# ---- mem_responder ----
mem_responder/met1.png
Bar = 50 um. Cells faint in the background.
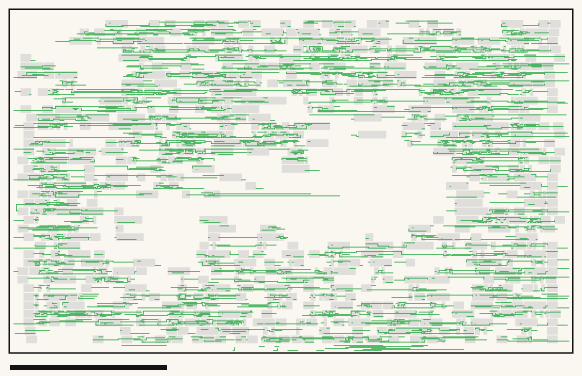
mem_responder/met2.png
Bar = 50 um. Cells faint in the background.
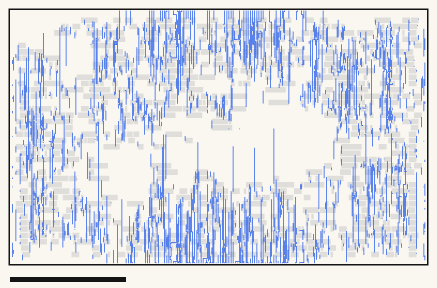
File: src/rtl/cpu_types_pkg.sv
// Shared types for the CPU memory path: RAM handshake status, responder
// state encoding and the machine word.
package cpu_types_pkg;

  typedef enum logic [1:0] {
    FREE   = 2'd0,
    BUSY   = 2'd1,
    ACCESS = 2'd2,
    ERROR  = 2'd3
  } ramstate_t;

  typedef enum logic [1:0] {
    IDLE = 2'd0,
    DACC = 2'd1,
    IACC = 2'd2,
    DONE = 2'd3
  } mresp_state_t;

  localparam int WORD_W = 32;

  typedef logic [WORD_W-1:0] word_t;

endpackage

File: src/rtl/access_timer.sv
// Per-access cycle counter; done flags the last allowed cycle (TIMEOUT-1)
// so the responder can force completion on that edge.
module access_timer
  import cpu_types_pkg::*;
#(
  parameter int TIMEOUT = 16
) (
  input  logic CLK,
  input  logic RST,
  input  logic clear,
  input  logic enable,
  output logic done
);

  localparam int CNT_W = $clog2(TIMEOUT);
  localparam logic [CNT_W-1:0] LAST = CNT_W'(TIMEOUT - 1);

  logic [CNT_W-1:0] count_reg;
  logic [CNT_W-1:0] count_next;

  // Saturates at LAST so the count can never wrap inside one access.
  always_comb begin
    count_next = count_reg;
    if (clear) begin
      count_next = '0;
    end else if (enable && (count_reg != LAST)) begin
      count_next = count_reg + 1'b1;
    end
  end

  always_ff @(posedge CLK) begin
    if (RST) begin
      count_reg <= '0;
    end else begin
      count_reg <= count_next;
    end
  end

  assign done = (count_reg == LAST);

endmodule

File: src/rtl/mem_responder.sv
// Memory-side responder: arbitrates fetch and data requests (data first) onto
// one RAM port, runs the RAM handshake and returns one-cycle hit pulses.
module mem_responder
  import cpu_types_pkg::*;
#(
  parameter int ADDR_W  = 32,
  parameter int DATA_W  = 32,
  parameter int TIMEOUT = 16
) (
  input  logic              CLK,
  input  logic              RST,
  input  logic              iREN,
  input  logic [ADDR_W-1:0] iaddr,
  output logic              ihit,
  output logic [DATA_W-1:0] iload,
  input  logic              dREN,
  input  logic              dWEN,
  input  logic [ADDR_W-1:0] daddr,
  input  logic [DATA_W-1:0] dstore,
  output logic              dhit,
  output logic [DATA_W-1:0] dload,
  output logic              merr,
  output logic              busy,
  output logic              ramREN,
  output logic              ramWEN,
  output logic [ADDR_W-1:0] ramaddr,
  output logic [DATA_W-1:0] ramstore,
  input  logic [DATA_W-1:0] ramload,
  input  logic [1:0]        ramstate
);

  mresp_state_t state_reg, state_next;
  logic              ramren_reg, ramren_next;
  logic              ramwen_reg, ramwen_next;
  logic [ADDR_W-1:0] ramaddr_reg, ramaddr_next;
  logic [DATA_W-1:0] ramstore_reg, ramstore_next;
  logic [DATA_W-1:0] iload_reg, iload_next;
  logic [DATA_W-1:0] dload_reg, dload_next;
  logic              ihit_reg, ihit_next;
  logic              dhit_reg, dhit_next;
  logic              merr_reg, merr_next;
  logic              busy_reg, busy_next;

  logic      timer_clear;
  logic      timer_enable;
  logic      timer_done;
  ramstate_t ram_st;

  assign ram_st = ramstate_t'(ramstate);

  access_timer #(
    .TIMEOUT(TIMEOUT)
  ) u_timer (
    .CLK    (CLK),
    .RST    (RST),
    .clear  (timer_clear),
    .enable (timer_enable),
    .done   (timer_done)
  );

  always_comb begin
    state_next    = state_reg;
    ramren_next   = ramren_reg;
    ramwen_next   = ramwen_reg;
    ramaddr_next  = ramaddr_reg;
    ramstore_next = ramstore_reg;
    iload_next    = iload_reg;
    dload_next    = dload_reg;
    ihit_next     = 1'b0;
    dhit_next     = 1'b0;
    merr_next     = 1'b0;
    timer_clear   = 1'b1;
    timer_enable  = 1'b0;

    case (state_reg)
      IDLE: begin
        if (dWEN || dREN) begin
          state_next    = DACC;
          ramwen_next   = dWEN;
          ramren_next   = !dWEN;
          ramaddr_next  = daddr;
          ramstore_next = dstore;
        end else if (iREN) begin
          state_next   = IACC;
          ramren_next  = 1'b1;
          ramwen_next  = 1'b0;
          ramaddr_next = iaddr;
        end
      end

      DACC, IACC: begin
        timer_clear  = 1'b0;
        timer_enable = 1'b1;
        // ACCESS is tested first so a coinciding timeout still counts as success.
        if (ram_st == ACCESS || ram_st == ERROR || timer_done) begin
          state_next  = DONE;
          ramren_next = 1'b0;
          ramwen_next = 1'b0;
          ihit_next   = (state_reg == IACC);
          dhit_next   = (state_reg == DACC);
          merr_next   = (ram_st != ACCESS);
          if (ram_st == ACCESS && ramren_reg) begin
            if (state_reg == IACC) begin
              iload_next = ramload;
            end else begin
              dload_next = ramload;
            end
          end
        end
      end

      DONE: begin
        state_next = IDLE;
      end

      default: begin
        state_next = IDLE;
      end
    endcase

    busy_next = (state_next != IDLE);
  end

  always_ff @(posedge CLK) begin
    if (RST) begin
      state_reg    <= IDLE;
      ramren_reg   <= 1'b0;
      ramwen_reg   <= 1'b0;
      ramaddr_reg  <= '0;
      ramstore_reg <= '0;
      iload_reg    <= '0;
      dload_reg    <= '0;
      ihit_reg     <= 1'b0;
      dhit_reg     <= 1'b0;
      merr_reg     <= 1'b0;
      busy_reg     <= 1'b0;
    end else begin
      state_reg    <= state_next;
      ramren_reg   <= ramren_next;
      ramwen_reg   <= ramwen_next;
      ramaddr_reg  <= ramaddr_next;
      ramstore_reg <= ramstore_next;
      iload_reg    <= iload_next;
      dload_reg    <= dload_next;
      ihit_reg     <= ihit_next;
      dhit_reg     <= dhit_next;
      merr_reg     <= merr_next;
      busy_reg     <= busy_next;
    end
  end

  assign ramREN   = ramren_reg;
  assign ramWEN   = ramwen_reg;
  assign ramaddr  = ramaddr_reg;
  assign ramstore = ramstore_reg;
  assign iload    = iload_reg;
  assign dload    = dload_reg;
  assign ihit     = ihit_reg;
  assign dhit     = dhit_reg;
  assign merr     = merr_reg;
  assign busy     = busy_reg;

endmodule
File: config.mk
export PLATFORM = sky130hd
export DESIGN_NAME = mem_responder
export DESIGN_NICKNAME = d
export VERILOG_FILES = /design/src/rtl/cpu_types_pkg.sv /design/src/rtl/access_timer.sv /design/src/rtl/mem_responder.sv
export SDC_FILE = /design/constraint.sdc
export NUM_CORES = 1
export LEC_CHECK = 0
export ABC_CLOCK_PERIOD_IN_PS = 3350
export CORE_ASPECT_RATIO = 0.6
export CORE_MARGIN = 2
export CORE_UTILIZATION = 30
export CTS_BUF_LIST = sky130_fd_sc_hd__clkbuf_4 sky130_fd_sc_hd__clkbuf_8 sky130_fd_sc_hd__clkbuf_16
export DETAILED_ROUTE_END_ITERATION = 7
export HOLD_SLACK_MARGIN = 0.08
export PLACE_DENSITY = 0.64
export SLEW_MARGIN = 30
export SYNTH_ARGS = -nofsm -noshare
export SYNTH_HDL_FRONTEND = slang
export SYNTH_HIERARCHICAL = 1
export SYNTH_SLANG_ARGS = --single-unit
File: constraint.sdc
create_clock -name CLK -period 3.35 [get_ports CLK]
set_input_delay 0.67 -clock CLK [delete_from_list [all_inputs] [get_ports CLK]]
set_output_delay 0.67 -clock CLK [all_outputs]
set_load 0.005 [all_outputs]
==> GITHUB_STEP_SUMMARY <==
## PnR job results

| Metric | Value |
|---|---|
| Post-Route Skew | `0.00836 ns` |
| Crit path launch | `ramREN` |
| Most used routing layer | `met2` |
| Final Util | `0.496` |
| Root Driver | `clkbuf_16` |
| GR Util met3 | `0.0739` |
| IO Pins | `269` |
| Fin. max-slew vios | `0` |
| Critical Path Fanout Max | `6` |
| Max-Cap Viols | `0` |
| Slew headroom | `0.603` |
| Status | `completed` |
| Unrepaired setup endpoints after global routing | `no` |
| R2R setup slack | `1.46 ns` |
| Synth top cells by count | `nand2_1, dfxtp_1, a21oi_1` |
| Mapped Nets | `820` |
| Yosys simple share | `0.194` |
| Slowest cell delay on critical path | `0.56 ns` |
## Picture notes: mem_responder/met1.png
nets with wire on the layer: 927
main direction: horizontal
wire length on this layer: 8890 um
via count: 5597
routed wire length: 18200 um
grt met1 use: 0.239

## Picture notes: mem_responder/met2.png
longest straight run: 50.7 um
main direction: vertical
share of all routed wire: 41%
nets with wire on the layer: 841
GR Layer Usage met2: 0.273

where the power goes:
group / internal (uW) / switching [uW]
sequential: 1770 / 51.1
combinational: 411 / 334
clock: 1210 / 770
total: 3390 / 1160
cell type report:
| class | count | area [um2] | area share |
|---|---|---|---|
| sequential | 140 | 2800 | 0.313 |
| timing repair buffer | 283 | 2820 | 0.314 |
| clock inverter | 14 | 183 | 0.0204 |
| tap | 240 | 300 | 0.0335 |
| inverter | 7 | 26.3 | 0.00293 |
| multi-input combinational | 472 | 2390 | 0.267 |
| clock buffer | 18 | 439 | 0.0490 |
metal layers:
| layer | wire (um) | up-vias |
|---|---|---|
| met4 | 152 | 0 |
| met2 | 7480 | 181 |
| met3 | 1660 | 15 |
| met1 | 8890 | 2575 |
| li1 | - | 2826 |
| met5 | 0 | - |
through the flow:
stage / hold WS [ns] / total power, uW / cells
2_1_floorplan: 0.453 / 2170 / 680
3_3_place_gp: 0.443 / 2600 / 1142
3_5_place_dp: 0.447 / 2610 / 1142
4_1_cts: 0.456 / 4600 / 1174
5_1_grt: 0.468 / 4740 / 1174
6_report: 0.453 / 4540 / 1174

# ---- updown_counter_hex ----
updown_counter_hex/met1.png
Bar = 20 um. Cells faint in the background.
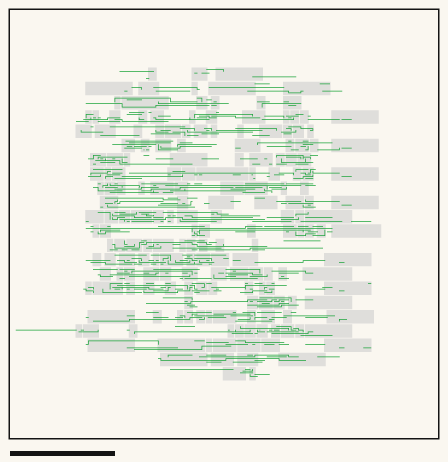
updown_counter_hex/met2.png
Bar = 20 um. Cells faint in the background.
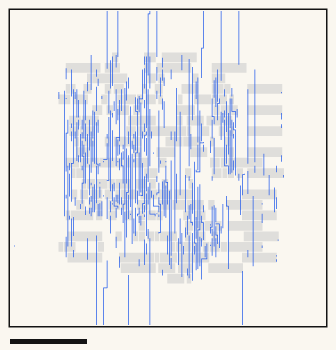
===== config.mk =====
export PLATFORM = sky130hd
export DESIGN_NAME = updown_counter_hex
export DESIGN_NICKNAME = d
export VERILOG_FILES = /design/src/rtl/updown_counter_hex.sv
export SDC_FILE = /design/constraint.sdc
export NUM_CORES = 1
export LEC_CHECK = 0
export CORE_MARGIN = 10
export CORE_UTILIZATION = 45
export DETAILED_ROUTE_END_ITERATION = 12
export DONT_BUFFER_PORTS = 1
export GPL_TIMING_DRIVEN = 0
export PLACE_DENSITY = 0.58
export SYNTH_ARGS = -nofsm -noshare
export SYNTH_HDL_FRONTEND = slang
export SYNTH_SLANG_ARGS = --single-unit

===== constraint.sdc =====
create_clock -name clk -period 4.3 [get_ports clk]
set_input_delay 0.86 -clock clk [delete_from_list [all_inputs] [get_ports clk]]
set_output_delay 0.86 -clock clk [all_outputs]
set_load 0.03 [all_outputs]

===== src/rtl/updown_counter_hex.sv =====
// Up/down modulo counter with load, terminal-count pulse and registered
// active-low seven-segment drivers, one per hex nibble of the count.
module updown_counter_hex #(
    parameter int unsigned        WIDTH   = 8,
    parameter logic [WIDTH-1:0]   MAX_VAL = {WIDTH{1'b1}}
) (
    input  logic                      clk,
    input  logic                      clear_b,
    input  logic                      enable,
    input  logic                      up,
    input  logic                      load,
    input  logic [WIDTH-1:0]          load_val,
    output logic [WIDTH-1:0]          q,
    output logic                      tc,
    output logic [7*(WIDTH/4)-1:0]    hex
);

    localparam int unsigned NDIG = WIDTH / 4;
    localparam logic [6:0]  SEG_ZERO = 7'b1000000;

    logic [WIDTH-1:0]  q_q, q_d;
    logic              tc_q, tc_d;
    logic [7*NDIG-1:0] hex_q, hex_d;

    function automatic logic [6:0] seg7(input logic [3:0] nib);
        case (nib)
            4'h0: seg7 = 7'b1000000;
            4'h1: seg7 = 7'b1111001;
            4'h2: seg7 = 7'b0100100;
            4'h3: seg7 = 7'b0110000;
            4'h4: seg7 = 7'b0011001;
            4'h5: seg7 = 7'b0010010;
            4'h6: seg7 = 7'b0000010;
            4'h7: seg7 = 7'b1111000;
            4'h8: seg7 = 7'b0000000;
            4'h9: seg7 = 7'b0010000;
            4'hA: seg7 = 7'b0001000;
            4'hB: seg7 = 7'b0000011;
            4'hC: seg7 = 7'b1000110;
            4'hD: seg7 = 7'b0100001;
            4'hE: seg7 = 7'b0000110;
            default: seg7 = 7'b0001110;
        endcase
    endfunction

    always_comb begin
        // NOTE: defaults first so every path assigns q_d/tc_d and no latch is inferred.
        q_d  = q_q;
        tc_d = 1'b0;
        if (load) begin
            q_d = (load_val > MAX_VAL) ? MAX_VAL : load_val;
        end else if (enable) begin
            if (up) begin
                // An out-of-range count falls back to 0 like a normal wrap.
                if (q_q >= MAX_VAL) begin
                    q_d  = '0;
                    tc_d = (q_q == MAX_VAL);
                end else begin
                    q_d = q_q + WIDTH'(1);
                end
            end else begin
                if (q_q == '0) begin
                    q_d  = MAX_VAL;
                    tc_d = 1'b1;
                end else if (q_q > MAX_VAL) begin
                    q_d = MAX_VAL;
                end else begin
                    q_d = q_q - WIDTH'(1);
                end
            end
        end
    end

    // Display is decoded from the registered count, so it trails q by one clock.
    always_comb begin
        hex_d = '0;
        for (int i = 0; i < int'(NDIG); i++) begin
            hex_d[7*i +: 7] = seg7(q_q[4*i +: 4]);
        end
    end

    always_ff @(posedge clk or negedge clear_b) begin
        if (!clear_b) begin
            q_q   <= '0;
            tc_q  <= 1'b0;
            hex_q <= {NDIG{SEG_ZERO}};
        end else begin
            // NOTE: non-blocking assignments keep all registers updating from pre-edge values.
            q_q   <= q_d;
            tc_q  <= tc_d;
            hex_q <= hex_d;
        end
    end

    assign q   = q_q;
    assign tc  = tc_q;
    assign hex = hex_q;

endmodule


==> GITHUB_STEP_SUMMARY <==
## PnR job results

| Metric | Value |
|---|---|
| Fmax | `404 MHz` |
| Post-CTS setup buffer count | `0` |
| Mapped Cells | `188` |
| Pin count of the biggest net entering global routing | `24` |
| Layout cell share with drive strength beyond 1 | `0.135` |
| Yosys xor share | `0.0103` |
| Post-Route Skew | `0.00191 ns` |
| IO Pins | `36` |
| Status | `completed` |
| Num CTS Buffers | `3` |
| Post-Route Setup TNS | `0 ns` |
| Routed len/inst | `18.3 um` |
| Leading area contributor after synthesis | `dfrtp_1` |
| Worst hold path type | `input pin to async pin` |
| DRT met1 WL | `1920 um` |
| CTS tree | `built` |
| Starting DRT DRC Count | `93` |
| Highest metal used | `met4` |
| Top cells excl fill/tap | `dfrtp_1, nand2_1, a21oi_1, ha_1, buf_2` |
| Area grow syn2layout | `6.23%` |
About updown_counter_hex/met1.png:
main direction: horizontal
nets with wire on the layer: 184
share of all routed wire: 44%
wire length on this layer: 1920 um

About updown_counter_hex/met2.png:
main direction: vertical
nets with wire on the layer: 170
wire length on this layer: 2020 um

-- stage by stage --
stage	instances	util	setup slack (ns)	instance area, um2
after floorplan	188	-	2.21	1710
after global placement	236	0.483	1.82	1770
after detailed placement	236	0.483	1.86	1770
after CTS	240	0.495	1.82	1810
after global routing	240	0.495	1.69	1810
final	240	0.495	1.83	1810
-- area by class of cell --
class	instances	area, um2	area share
buffer	17	90.1	0.0497
clock buffer	3	41.3	0.0228
clock inverter	1	5.00	0.00276
inverter	6	22.5	0.0124
multi-input combinational	142	1020	0.560
sequential	23	578	0.319
tap	48	60.1	0.0331
-- state kept, by name, summed over array words and instances (netlist names) --
name,flops
hex,14
q,8
tc,1
-- final timing paths --
path | to | depth (start not counted)
worst max-delay path | q[2] | 7
worst min-delay path | q[6] | 0
worst max register to register | q[2] | 7
worst min register to register | q[0] | 3
max in group asynchronous | hex[6] | 0
min in group clk | q[6] | 2
-- where the power goes --
group / total, uW / internal (uW) / switching, uW
combinational: 222 / 90.2 / 131
clock: 130 / 64.5 / 65.9
sequential: 397 / 265 / 133


==> screenshots <==
Track usage over the die.
(a)
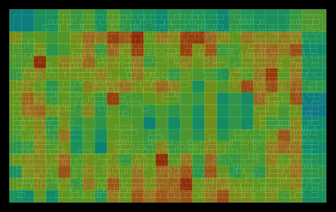
(b)
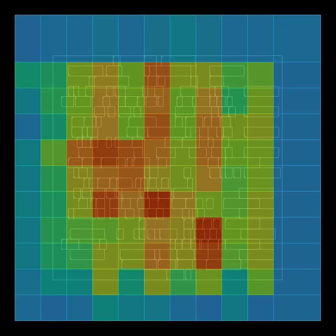
The one with the highest track usage is (a).
The one with the most wire per cell is (b).
mem_responder -> (a)
updown_counter_hex -> (b)

No activity file was given, so power comes from the tool's default toggle rates.
